######## block 1 ########
Fig. 1: block 1, register map, names as in the netlist
(3 px per micron) Other sequential cells in the stronger gray, the rest of the logic in the fainter gray.
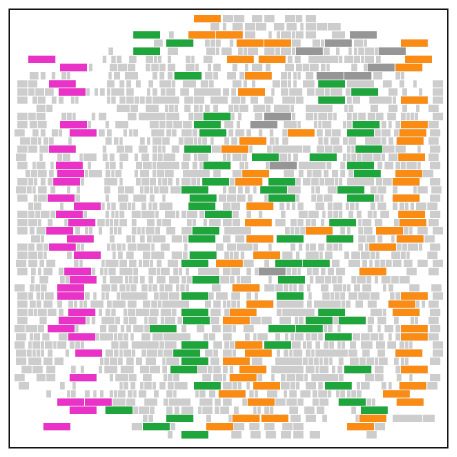
## config.mk

```make
export PLATFORM = sky130hd
export DESIGN_NAME = div_seq
export DESIGN_NICKNAME = d
export VERILOG_FILES = /design/src/rtl/div_seq.sv
export SDC_FILE = /design/constraint.sdc
export NUM_CORES = 1
export LEC_CHECK = 0
export CAP_MARGIN = 40
export CORE_UTILIZATION = 55
export CTS_CLUSTER_DIAMETER = 40
export CTS_CLUSTER_SIZE = 8
export DETAILED_ROUTE_END_ITERATION = 16
export PLACE_DENSITY = 0.79
export SLEW_MARGIN = 20
export SYNTH_ARGS = -nofsm -noshare
export SYNTH_HDL_FRONTEND = slang
export SYNTH_SLANG_ARGS = --single-unit
```

## constraint.sdc

```tcl
create_clock -name clk -period 5 [get_ports clk]
set_clock_uncertainty 0.1 [all_clocks]
set_input_delay 1.25 -clock clk [delete_from_list [all_inputs] [get_ports clk]]
set_output_delay 1.25 -clock clk [all_outputs]
set_load 0.005 [all_outputs]
```

## src/rtl/div_seq.sv

```systemverilog
// div_seq: multi-cycle restoring divider for DIV/DIVU in the EX stage.
// A start latches the operand magnitudes and the result signs. The divider then produces one
// quotient bit per cycle, applies the sign fix-up and presents {remainder, quotient} for the
// HI/LO write path. While a division is pending it asks ctrl to stall.
//
// Ports
//   clk               clock, rising edge
//   reset_n           asynchronous active-low reset
//   start_i           divide request; held high until ready_o is seen
//   annul_i           abort the current or pending division
//   signed_div_i      1 = DIV (signed), 0 = DIVU
//   opdata1_i         dividend
//   opdata2_i         divisor
//   result_o          {remainder (HI), quotient (LO)}
//   ready_o           result_o valid
//   stallreg_from_div stall request to ctrl
module div_seq #(
  parameter int unsigned DATA_W = 32
) (
  input  logic                  clk,
  input  logic                  reset_n,
  input  logic                  start_i,
  input  logic                  annul_i,
  input  logic                  signed_div_i,
  input  logic [DATA_W-1:0]     opdata1_i,
  input  logic [DATA_W-1:0]     opdata2_i,
  output logic [2*DATA_W-1:0]   result_o,
  output logic                  ready_o,
  output logic                  stallreg_from_div
);

  localparam int unsigned CntW = $clog2(DATA_W) + 1;
  localparam logic [CntW-1:0] CntLast = CntW'(DATA_W);

  typedef enum logic [1:0] {StIdle, StByZero, StOn, StEnd} state_e;

  state_e                state_q, state_d;
  logic [CntW-1:0]       cnt_q, cnt_d;
  // {partial remainder, remaining dividend bits / quotient bits, shift-in bit}
  logic [2*DATA_W:0]     dividend_q, dividend_d;
  logic [DATA_W-1:0]     divisor_q, divisor_d;
  logic                  quot_neg_q, quot_neg_d;
  logic                  rem_neg_q, rem_neg_d;
  logic [2*DATA_W-1:0]   result_d;
  logic                  ready_d;

  logic [DATA_W-1:0]     op1_abs, op2_abs;
  logic [DATA_W:0]       diff;
  logic [DATA_W-1:0]     quot_mag, rem_mag, quot_fix, rem_fix;

  // Magnitudes are divided unsigned, so 0x80000000 / -1 wraps back to 0x80000000.
  assign op1_abs = (signed_div_i && opdata1_i[DATA_W-1]) ? -opdata1_i : opdata1_i;
  assign op2_abs = (signed_div_i && opdata2_i[DATA_W-1]) ? -opdata2_i : opdata2_i;

  assign diff     = dividend_q[2*DATA_W:DATA_W] - {1'b0, divisor_q};
  assign quot_mag = dividend_q[DATA_W-1:0];
  assign rem_mag  = dividend_q[2*DATA_W:DATA_W+1];
  assign quot_fix = quot_neg_q ? -quot_mag : quot_mag;
  assign rem_fix  = rem_neg_q ? -rem_mag : rem_mag;

  assign stallreg_from_div = start_i & ~ready_o & ~annul_i;

  always_comb begin
    state_d    = state_q;
    cnt_d      = cnt_q;
    dividend_d = dividend_q;
    divisor_d  = divisor_q;
    quot_neg_d = quot_neg_q;
    rem_neg_d  = rem_neg_q;
    result_d   = result_o;
    ready_d    = ready_o;

    unique case (state_q)
      StIdle: begin
        if (start_i && !annul_i) begin
          cnt_d      = '0;
          dividend_d = {{DATA_W{1'b0}}, op1_abs, 1'b0};
          divisor_d  = op2_abs;
          quot_neg_d = signed_div_i & (opdata1_i[DATA_W-1] ^ opdata2_i[DATA_W-1]);
          rem_neg_d  = signed_div_i & opdata1_i[DATA_W-1];
          state_d    = (opdata2_i == '0) ? StByZero : StOn;
        end
      end
      StByZero: begin
        result_d = '0;
        if (annul_i) begin
          ready_d = 1'b0;
          state_d = StIdle;
        end else begin
          ready_d = 1'b1;
          state_d = StEnd;
        end
      end
      StOn: begin
        if (annul_i) begin
          result_d = '0;
          ready_d  = 1'b0;
          state_d  = StIdle;
        end else if (cnt_q != CntLast) begin
          // Restoring step: keep the subtraction only when it does not go negative.
          if (diff[DATA_W]) begin
            dividend_d = {dividend_q[2*DATA_W-1:0], 1'b0};
          end else begin
            dividend_d = {diff[DATA_W-1:0], dividend_q[DATA_W-1:0], 1'b1};
          end
          cnt_d = cnt_q + CntW'(1);
        end else begin
          result_d = {rem_fix, quot_fix};
          ready_d  = 1'b1;
          state_d  = StEnd;
        end
      end
      StEnd: begin
        if (!start_i) begin
          result_d = '0;
          ready_d  = 1'b0;
          state_d  = StIdle;
        end
      end
      default: begin
        result_d = '0;
        ready_d  = 1'b0;
        state_d  = StIdle;
      end
    endcase
  end

  always_ff @(posedge clk or negedge reset_n) begin
    if (!reset_n) begin
      state_q    <= StIdle;
      cnt_q      <= '0;
      dividend_q <= '0;
      divisor_q  <= '0;
      quot_neg_q <= 1'b0;
      rem_neg_q  <= 1'b0;
      result_o   <= '0;
      ready_o    <= 1'b0;
    end else begin
      state_q    <= state_d;
      cnt_q      <= cnt_d;
      dividend_q <= dividend_d;
      divisor_q  <= divisor_d;
      quot_neg_q <= quot_neg_d;
      rem_neg_q  <= rem_neg_d;
      result_o   <= result_d;
      ready_o    <= ready_d;
    end
  end

endmodule

```

==> changes_impl.md <==
### Changed

- Mean Syn Cell Area: 8.29 sq um
- Slew HR: 50.0%
- Final Wtd Congestion: 0.926
- Top-area cell share: about 38%
- Nets@finish: 1591
- Tapcell count: 270
- First-pass GRT wire length: 46700 microns
- Post-Route WL: 27900 microns
- Top cells excl fill/tap: 212 x nand2_1, 208 x o21ai_0, 172 x dfrtp_1
- Largest net degree at the start of global routing: around 70
- Met3 usage: 3.70%
- Core box area: ~20000 sq um
- Status: complete, no violations
- Met2 WL post-DR: 13700 microns
- Fp_density: 56.1%
- Largest class: combinational gates
## Picture notes: Fig. 1
Orange stands for result_o, sequential cells 64. Green stands for dividend_q, sequential cells 65. Magenta stands for divisor_q, sequential cells 32, where a vertical strip on the left.
Another 11 sequential cells are not colored.


######## block 2 ########
Fig. 2: block 2, routing congestion map
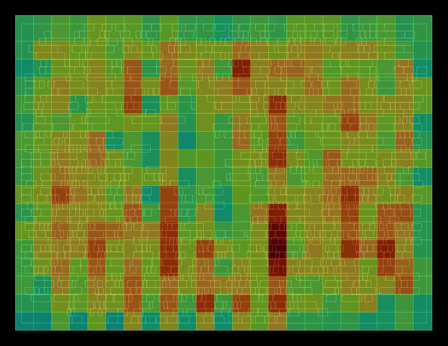
Fig. 3: block 2, register map, names as in the netlist
(3 px per micron) Other sequential cells in the stronger gray, the rest of the logic in the fainter gray.
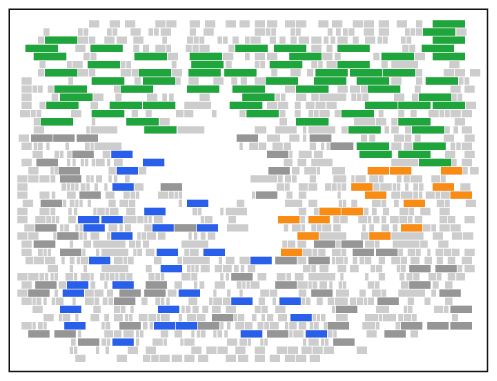
Fig. 4: block 2, met1 routing
(1.5 px per micron)
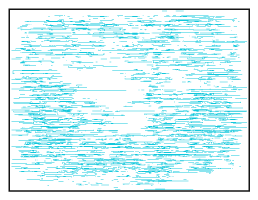
===== src/rtl/glb_opsum_drain.sv =====
// glb_opsum_drain
//   Walks the opsum region of the GLB after a pass and streams each word out
//   on a valid/ready port. Owns the GLB read port while draining. A 1-bit
//   inflight flag tracks the single outstanding read. A 2-entry buffer absorbs
//   the 1-cycle read latency, so back-pressure never drops a word.
//
//   Optional feature macro: GLB_DRAIN_RELU_EN. When defined, negative words are
//   clamped to zero as they arrive from the GLB. When undefined, words pass
//   through unchanged.
//
// Ports
//   clk, rst      clock; synchronous active-high reset
//   start         one-cycle drain request, honoured only when idle
//   base_addr     byte address of first word (word aligned), latched on start
//   num_words     words to drain, latched on start
//   busy          high while reading/flushing
//   done          one-cycle pulse after the final beat is accepted
//   glb_re        4'b1111 in cycles that issue a read, else 0
//   glb_r_addr    read byte address; holds the last issued address otherwise
//   glb_r_data    GLB read data, valid the cycle after glb_re
//   out_valid     out_data holds a valid word
//   out_ready     consumer accepts the word this cycle
//   out_data      drained word (0 when nothing is valid)
//   out_last      marks the final word of the drain
//
// Handshake: a beat transfers in every cycle where out_valid && out_ready.
// While out_valid is high and out_ready is low, out_valid and out_data hold.
module glb_opsum_drain #(
  parameter int DATA_SIZE = 32,
  parameter int ADDR_BITS = 32,
  parameter int CNT_BITS  = 16
) (
  input  logic                 clk,
  input  logic                 rst,
  input  logic                 start,
  input  logic [ADDR_BITS-1:0] base_addr,
  input  logic [CNT_BITS-1:0]  num_words,
  output logic                 busy,
  output logic                 done,
  output logic [3:0]           glb_re,
  output logic [ADDR_BITS-1:0] glb_r_addr,
  input  logic [DATA_SIZE-1:0] glb_r_data,
  output logic                 out_valid,
  input  logic                 out_ready,
  output logic [DATA_SIZE-1:0] out_data,
  output logic                 out_last
);

  localparam logic [1:0] S_IDLE  = 2'd0;
  localparam logic [1:0] S_READ  = 2'd1;
  localparam logic [1:0] S_FLUSH = 2'd2;
  localparam logic [1:0] S_FIN   = 2'd3;

  logic [1:0]           state;
  logic [ADDR_BITS-1:0] addr;
  logic [ADDR_BITS-1:0] last_addr;
  logic [CNT_BITS-1:0]  issue_cnt;
  logic [CNT_BITS-1:0]  beat_cnt;
  logic                 inflight;
  logic [DATA_SIZE-1:0] buf_mem [2];
  logic                 wr_ptr;
  logic                 rd_ptr;
  logic [1:0]           buf_count;

  logic [1:0]           occ;
  logic                 issue;
  logic                 pop;
  logic                 pop_buf;
  logic                 push;
  logic [DATA_SIZE-1:0] in_word;

`ifdef GLB_DRAIN_RELU_EN
  assign in_word = glb_r_data[DATA_SIZE-1] ? '0 : glb_r_data;
`else
  assign in_word = glb_r_data;
`endif

  // Buffered words plus the word arriving this cycle. A new read is only
  // issued when a slot is guaranteed for its data next cycle.
  assign occ   = buf_count + {1'b0, inflight};
  assign issue = (state == S_READ) && (occ < 2'd2);

  // An arriving word is presented directly when the buffer is empty; if it
  // is accepted in that same cycle it never needs a buffer slot. Otherwise it
  // is stored, so the word shown while stalled stays the same next cycle.
  assign out_valid = (buf_count != 2'd0) || inflight;
  assign out_data  = (buf_count != 2'd0) ? buf_mem[rd_ptr] :
                     (inflight ? in_word : '0);
  assign pop       = out_valid && out_ready;
  assign pop_buf   = pop && (buf_count != 2'd0);
  assign push      = inflight && !(pop && (buf_count == 2'd0));
  assign out_last  = out_valid && (beat_cnt == CNT_BITS'(1));

  assign glb_re     = issue ? 4'b1111 : 4'b0000;
  assign glb_r_addr = issue ? addr : last_addr;
  assign busy       = (state == S_READ) || (state == S_FLUSH);
  assign done       = (state == S_FIN);

  always_ff @(posedge clk) begin
    if (rst) begin
      state      <= S_IDLE;
      addr       <= '0;
      last_addr  <= '0;
      issue_cnt  <= '0;
      beat_cnt   <= '0;
      inflight   <= 1'b0;
      buf_mem[0] <= '0;
      buf_mem[1] <= '0;
      wr_ptr     <= 1'b0;
      rd_ptr     <= 1'b0;
      buf_count  <= 2'd0;
    end else begin
      inflight <= issue;

      if (push) begin
        buf_mem[wr_ptr] <= in_word;
        wr_ptr          <= ~wr_ptr;
      end
      if (pop_buf) begin
        rd_ptr <= ~rd_ptr;
      end
      case ({push, pop_buf})
        2'b10:   buf_count <= buf_count + 2'd1;
        2'b01:   buf_count <= buf_count - 2'd1;
        default: buf_count <= buf_count;
      endcase

      if (pop) begin
        beat_cnt <= beat_cnt - CNT_BITS'(1);
      end

      if (issue) begin
        addr      <= addr + ADDR_BITS'(4);
        last_addr <= addr;
        issue_cnt <= issue_cnt - CNT_BITS'(1);
      end

      case (state)
        S_IDLE: begin
          if (start) begin
            addr      <= base_addr;
            issue_cnt <= num_words;
            beat_cnt  <= num_words;
            state     <= (num_words == '0) ? S_FIN : S_READ;
          end
        end
        S_READ: begin
          if (issue && (issue_cnt == CNT_BITS'(1))) begin
            state <= S_FLUSH;
          end
        end
        S_FLUSH: begin
          // Leave as soon as the final beat is accepted so done follows it
          // by exactly one cycle.
          if ((beat_cnt == '0) || (pop && (beat_cnt == CNT_BITS'(1)))) begin
            state <= S_FIN;
          end
        end
        default: begin
          state <= S_IDLE;
        end
      endcase
    end
  end

endmodule


===== config.mk =====
export PLATFORM = sky130hd
export DESIGN_NAME = glb_opsum_drain
export DESIGN_NICKNAME = d
export VERILOG_FILES = /design/src/rtl/glb_opsum_drain.sv
export SDC_FILE = /design/constraint.sdc
export NUM_CORES = 1
export LEC_CHECK = 0
export CORE_ASPECT_RATIO = 0.75
export CORE_MARGIN = 2
export CORE_UTILIZATION = 45
export DETAILED_ROUTE_END_ITERATION = 10
export PLACE_DENSITY_LB_ADDON = 0.25
export SLEW_MARGIN = 20
export SYNTH_ARGS = -nofsm -noshare
export SYNTH_HDL_FRONTEND = slang
export SYNTH_SLANG_ARGS = --single-unit

===== constraint.sdc =====
create_clock -name clk -period 3.75 [get_ports clk]
set_input_delay 0.9375 -clock clk [delete_from_list [all_inputs] [get_ports clk]]
set_output_delay 0.9375 -clock clk [all_outputs]
set_load 0.03 [all_outputs]

==> changes_impl.md <==
### Changed

- Status: complete, no violations
- Area growth syn-to-layout: 29.4%
- Vias/cell: 5.27
- Top cells excl fill/tap: 150 x clkdlybuf4s50_1, 117 x nand2_1, 103 x dfxtp_1
- Complex Gates by Area: 12.6%
- Lkg Pwr: 3.74 nW
- Post-route cell area: 10500 sq um
- Cell with the most instances after synthesis: nand2_1
- FMAX: 288 MHz
- PostCTS Resize Cnt: 1
- Hold endpoint: addr[1]
- CTS sink count: ~170
- Die height: 120 microns
- Detailed Place HPWL: roughly 13000 microns
- Non-clk bufs: 173
- Largest registers: buf_mem: 64 flops, addr: 32 flops, last_addr: 32 flops
- Worst Hold Class: flip-flop to flip-flop
- DRT iter0 DRCs: 424
- Origin of the critical flop-to-flop path: beat_cnt[10]
- Buf/Inv on CP: 1
- NonClk Buf Share: around 17%
- Num CTS Buffers: 17
- Clock share of power: 23.5%
- RSZ-0062 raised after global routing: no
- Max reg flops: 64
- Global router's overall resource usage: 21.0%
- Highest metal used: met4
- Largest class: sequential cells
- Worst path required time: 2.81 ns
- Peak supply drop: roughly 0.31 mV
- Register share of total power: 34.3%
- R2R cell count: 5
- Top non-seq family: simple AND/OR/NAND/NOR gates
- CP dominant cell by count: or4_4
- Maxcap violations: 0
- Synthesized Nets: ~970
- Cell area leaders: dfxtp_1 26%, edfxtp_1 24%, nand2_1 5.5%
- Power of the clock network: about 0.0017 W
- Port bufs: ~160
- Largest net degree at the start of global routing: 67
- Crit path max-delay family: simple AND/OR/NAND/NOR gates
- Hold_sp: addr[1]
- Clock tree root buffer cell: clkbuf_16
- Min Hold Slack: 0.458 ns
- CP Capture Point: out_last
- Worst Slack Setup Final: 0.276 ns
- Largest reg by FF count: buf_mem
- Reg2reg end: state[1]
- Comb pwr share: between 40% and 50%
- Finished Layout Cells: 1258
- Combinational Power: 0.00312 W
- EDFF count, synth: approximately 64
- P_seq: 0.00253 W
- DP Worst Slack: 0.403 ns
- Chip footprint: roughly 19000 sq um
- Drc violations: 0
- Fin crit period: 3.47 ns
- Tapcell count: 242
- Post-synth top cells: 118 x nand2_1, 104 x dfxtp_1, 67 x and2_1
- Clock-cell share of area: 5.50%
- Top power group: combinational logic
- Clock Path Buffers: 2
- Synth mux share: just under 4%
- Yosys top cell by area: dfxtp_1
- Num rows: 42
- Register area: 4010 sq um
- First-pass GRT wire length: 32300 microns
- Die width: about 160 microns
- Mean Syn Cell Area: around 9 sq um
- Area after DPL: approximately 9900 sq um
## Picture notes: Fig. 2
Wirelength per Cell: 15.7 microns
most used routing layer in global routing: met2

## Picture notes: Fig. 3
Green stands for buf_mem, sequential cells 64, where a horizontal strip, top. Blue stands for addr, sequential cells 32. Orange stands for beat_cnt, sequential cells 16, where middle right.
Another 56 sequential cells are not colored.

## Picture notes: Fig. 4
The layer carries 9830 microns of wire. 1019 nets have wire on it. The longest straight run is 35.0 microns.
M1 GR Usage: 30.8%
Post-Route WL: 19800 microns
via count: 6626


######## block 3 ########
===== config.mk =====
export PLATFORM = sky130hd
export DESIGN_NAME = seg7_readback
export DESIGN_NICKNAME = d
export VERILOG_FILES = /design/src/rtl/seg7_rb_pkg.sv /design/src/rtl/seg7_to_digit.sv /design/src/rtl/seg7_readback.sv
export SDC_FILE = /design/constraint.sdc
export NUM_CORES = 1
export LEC_CHECK = 0
export ABC_AREA = 1
export ABC_CLOCK_PERIOD_IN_PS = 7500
export CORE_MARGIN = 3
export CORE_UTILIZATION = 30
export DETAILED_ROUTE_END_ITERATION = 8
export PLACE_DENSITY = 0.52
export SLEW_MARGIN = 25
export SYNTH_ARGS = -nofsm -noshare
export SYNTH_HDL_FRONTEND = slang
export SYNTH_SLANG_ARGS = --single-unit

===== constraint.sdc =====
create_clock -name CLK_in -period 7.5 [get_ports CLK_in]
set_clock_uncertainty 0.1 [all_clocks]
set_input_delay 1.5 -clock CLK_in [delete_from_list [all_inputs] [get_ports CLK_in]]
set_output_delay 1.5 -clock CLK_in [all_outputs]
set_load 0.02 [all_outputs]

===== src/rtl/seg7_rb_pkg.sv =====
// Shared constants, FSM state type and Gray decode helper for the seven-segment readback path.
package seg7_rb_pkg;

  localparam logic [6:0] SEG_0 = 7'h7E;
  localparam logic [6:0] SEG_1 = 7'h30;
  localparam logic [6:0] SEG_2 = 7'h6D;
  localparam logic [6:0] SEG_3 = 7'h79;
  localparam logic [6:0] SEG_4 = 7'h33;
  localparam logic [6:0] SEG_5 = 7'h5B;
  localparam logic [6:0] SEG_6 = 7'h5F;
  localparam logic [6:0] SEG_7 = 7'h70;
  localparam logic [6:0] SEG_8 = 7'h7F;
  localparam logic [6:0] SEG_9 = 7'h7B;

  typedef enum logic [1:0] {IDLE, SETTLE, VALID} state_t;

  function automatic logic [3:0] gray2bin(input logic [3:0] g);
    logic [3:0] b;
    b[3] = g[3];
    b[2] = b[3] ^ g[2];
    b[1] = b[2] ^ g[1];
    b[0] = b[1] ^ g[0];
    return b;
  endfunction

endpackage


===== src/rtl/seg7_to_digit.sv =====
// Combinational seven-segment pattern to decimal digit decoder; unknown patterns flag illegal.
module seg7_to_digit
  import seg7_rb_pkg::*;
(
  input  logic [6:0] seg_in,
  output logic       illegal_out,
  output logic [3:0] digit_out
);

  always_comb begin
    illegal_out = 1'b0;
    digit_out   = 4'd0;
    case (seg_in)
      SEG_0:   digit_out = 4'd0;
      SEG_1:   digit_out = 4'd1;
      SEG_2:   digit_out = 4'd2;
      SEG_3:   digit_out = 4'd3;
      SEG_4:   digit_out = 4'd4;
      SEG_5:   digit_out = 4'd5;
      SEG_6:   digit_out = 4'd6;
      SEG_7:   digit_out = 4'd7;
      SEG_8:   digit_out = 4'd8;
      SEG_9:   digit_out = 4'd9;
      default: illegal_out = 1'b1;
    endcase
  end

endmodule


===== src/rtl/seg7_readback.sv =====
// Display bus readback: synchronize, wait for a stable sample, decode and hand off via valid/ack.
// Optional error counter enabled by defining SEG7_RB_ERRCNT_EN.
module seg7_readback
  import seg7_rb_pkg::*;
#(
  parameter int SYNC_STAGES   = 2,
  parameter int STABLE_CYCLES = 4,
  parameter int ERRCNT_W      = 8
) (
  input  logic                CLK_in,
  input  logic                RSTn_in,
  input  logic [13:0]         Disp_in,
  input  logic                Disp_on_in,
  input  logic                Mode_in,
  input  logic                Ack_in,
  output logic [3:0]          Value_out,
  output logic                Valid_out,
  output logic                Err_out,
  output logic                Overrun_out,
  output logic [ERRCNT_W-1:0] Errcnt_out
);

  localparam logic [3:0] STABLE = 4'(STABLE_CYCLES);

  logic [14:0]            s_pipe_q [SYNC_STAGES];
  logic [SYNC_STAGES-1:0] on_pipe_q;
  logic [14:0]            s_q, s_next;
  logic                   s_chg, on_s;

  always_ff @(posedge CLK_in or negedge RSTn_in) begin
    if (!RSTn_in) begin
      for (int i = 0; i < SYNC_STAGES; i++) s_pipe_q[i] <= '0;
      on_pipe_q <= '0;
    end else begin
      s_pipe_q[0] <= {Mode_in, Disp_in};
      for (int i = 1; i < SYNC_STAGES; i++) s_pipe_q[i] <= s_pipe_q[i-1];
      on_pipe_q <= {on_pipe_q[SYNC_STAGES-2:0], Disp_on_in};
    end
  end

  // The change test looks at the value about to enter S, so the count restarts on the
  // same edge that loads a new S rather than one edge later.
  assign s_q    = s_pipe_q[SYNC_STAGES-1];
  assign s_next = s_pipe_q[SYNC_STAGES-2];
  assign s_chg  = (s_next != s_q);
  assign on_s   = on_pipe_q[SYNC_STAGES-1];

  logic       left_ill, right_ill, dec_err;
  logic [3:0] left_dig, right_dig, dec_val;
  logic [4:0] gray_g;

  seg7_to_digit u_left  (.seg_in(s_q[13:7]), .illegal_out(left_ill),  .digit_out(left_dig));
  seg7_to_digit u_right (.seg_in(s_q[6:0]),  .illegal_out(right_ill), .digit_out(right_dig));

  always_comb begin
    dec_err = 1'b0;
    dec_val = 4'd0;
    gray_g  = (left_dig[0] ? 5'd10 : 5'd0) + {1'b0, right_dig};
    if (!s_q[14]) begin
      if (left_ill || right_ill || left_dig > 4'd1 || right_dig > 4'd7) dec_err = 1'b1;
      else dec_val = {left_dig[0], right_dig[2:0]};
    end else begin
      if (left_ill || right_ill || left_dig > 4'd1 || gray_g > 5'd15) dec_err = 1'b1;
      else dec_val = gray2bin(gray_g[3:0]);
    end
  end

  state_t      state_q, state_d;
  logic [3:0]  cnt_q, cnt_d, value_q, value_d;
  logic        valid_q, valid_d, err_q, err_d, ovr_q, ovr_d;
  logic [14:0] last_q, last_d, acc_q, acc_d;

  always_comb begin
    state_d = state_q;
    cnt_d   = cnt_q;
    value_d = value_q;
    valid_d = valid_q;
    err_d   = err_q;
    ovr_d   = ovr_q;
    last_d  = last_q;
    acc_d   = acc_q;
    if (!on_s || s_chg) cnt_d = 4'd0;
    else if (cnt_q != STABLE) cnt_d = cnt_q + 4'd1;
    case (state_q)
      IDLE: if (on_s) state_d = SETTLE;
      SETTLE: begin
        if (cnt_q == STABLE && s_q != last_q) begin
          state_d = VALID;
          valid_d = 1'b1;
          value_d = dec_val;
          err_d   = dec_err;
          acc_d   = s_q;
        end
      end
      VALID: begin
        // Releasing with the sample captured at presentation lets a later change be presented next.
        if (Ack_in) begin
          last_d  = acc_q;
          valid_d = 1'b0;
          state_d = SETTLE;
        end else if (s_chg) begin
          ovr_d = 1'b1;
        end
      end
      default: state_d = IDLE;
    endcase
    if (!on_s) begin
      state_d = IDLE;
      valid_d = 1'b0;
      last_d  = '0;
    end
  end

  always_ff @(posedge CLK_in or negedge RSTn_in) begin
    if (!RSTn_in) begin
      state_q <= IDLE;
      cnt_q   <= '0;
      value_q <= '0;
      valid_q <= 1'b0;
      err_q   <= 1'b0;
      ovr_q   <= 1'b0;
      last_q  <= '0;
      acc_q   <= '0;
    end else begin
      state_q <= state_d;
      cnt_q   <= cnt_d;
      value_q <= value_d;
      valid_q <= valid_d;
      err_q   <= err_d;
      ovr_q   <= ovr_d;
      last_q  <= last_d;
      acc_q   <= acc_d;
    end
  end

  assign Value_out   = value_q;
  assign Valid_out   = valid_q;
  assign Err_out     = err_q;
  assign Overrun_out = ovr_q;

`ifdef SEG7_RB_ERRCNT_EN
  logic [ERRCNT_W-1:0] errcnt_q, errcnt_d;
  logic                ack_take;

  assign ack_take = (state_q == VALID) && Ack_in && on_s;

  always_comb begin
    errcnt_d = errcnt_q;
    if (ack_take && err_q && errcnt_q != '1)
      errcnt_d = errcnt_q + {{(ERRCNT_W-1){1'b0}}, 1'b1};
  end

  always_ff @(posedge CLK_in or negedge RSTn_in) begin
    if (!RSTn_in) errcnt_q <= '0;
    else          errcnt_q <= errcnt_d;
  end

  assign Errcnt_out = errcnt_q;
`else
  assign Errcnt_out = '0;
`endif

endmodule


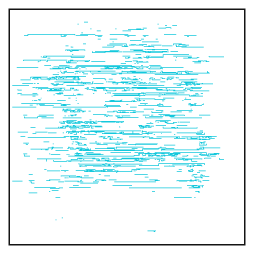
Fig. 5. Met1 routing (block 3).
(2 px per micron)
433 nets have wire on it. The layer carries 3750 microns of wire. The layer holds 51% of the routed length. The wires run mostly horizontal. The longest straight run is 43.2 microns.
M1 GR Usage: 16.9%
Post-Route WL: 7400 microns
via count: 2685

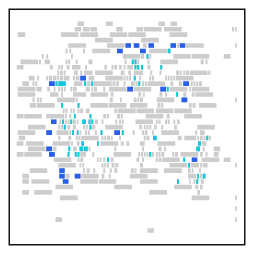
Fig. 6. Gate-type map (block 3).
(2 px per micron)
Blue stands for XOR/XNOR gates, cells 23, most used xnor2_1. Cyan stands for NOR gates, cells 51, most used nor2_1.

==> changes_impl.md <==
### Changed

- Fillcell total: 1215
- Critical path startpoint category: flip-flop
- Port bufs: 25
- Clock-cell share of area: 6.54%
- Seq share, synth: 50.7%
- Final Hold Fails: 0
- Lkg Pwr: approximately 2.0 nW
- Status: complete, no violations
- Top cells excl fill/tap: 103 x nand2_1, 75 x dfrtp_1, 50 x inv_1
- CP dominant cell by count: nand2_1
- Metal1 wirelength: 3750 microns
- Area share of fa/ha/maj cells after synthesis: 2.03%
- Drc violations: 0
- Top non-seq family: simple AND/OR/NAND/NOR gates
- Combinational Power: 0.0000553 W
- Core box area: between 10000 and 15000 sq um
- CP Capture Type: flip-flop
- Final Wtd Congestion: 0.828
- WP data arrival: between 3 and 4 ns
- Mean Syn Cell Area: about 8.5 sq um
- Maxcap violations: 0
- CP Capture Point: Value_out[0]
- Initial antenna violation count: 0
- Cell with the most instances after synthesis: nand2_1


==> screenshots <==
Zoomed window.
image #1
Region (75, 75) to (100, 100) microns. Cells in gray, sequential cells in the stronger gray; small squares are vias.
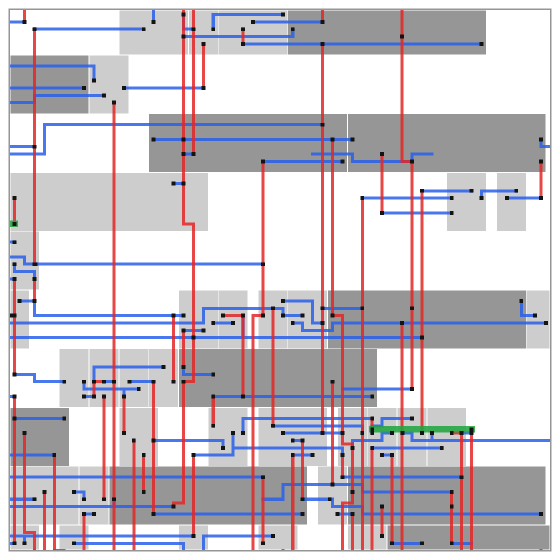
image #2
Region (107, 78) to (132, 103) microns. Cells in gray, sequential cells in the stronger gray; small squares are vias.
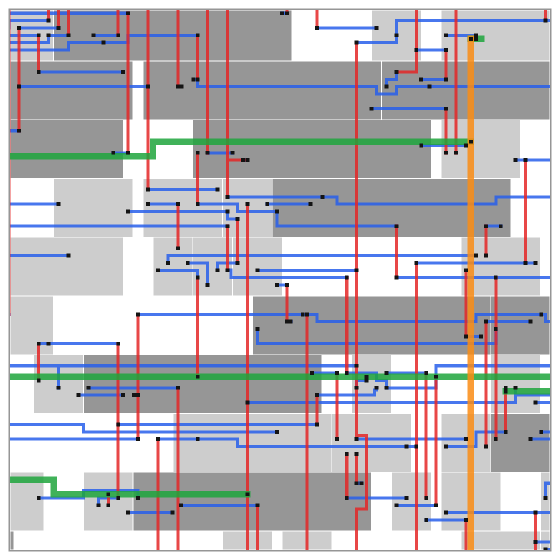
image #3
Region (97, 97) to (122, 122) microns. Cells in gray, sequential cells in the stronger gray; small squares are vias.
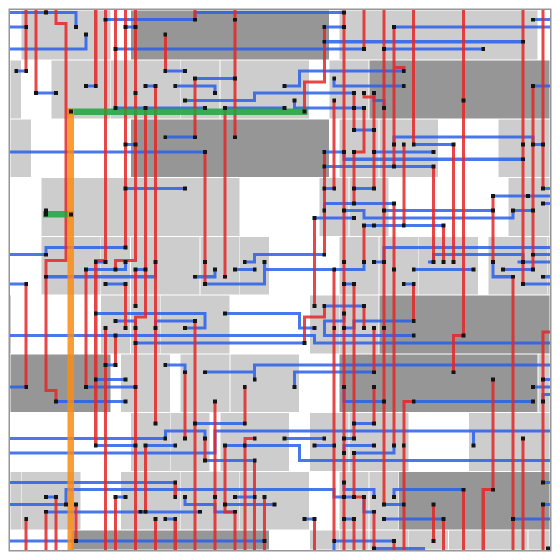
Image #3 is block 1.
Image #1 is block 3.
Image #2 is block 2.

Power and IR drop assume default switching activity.
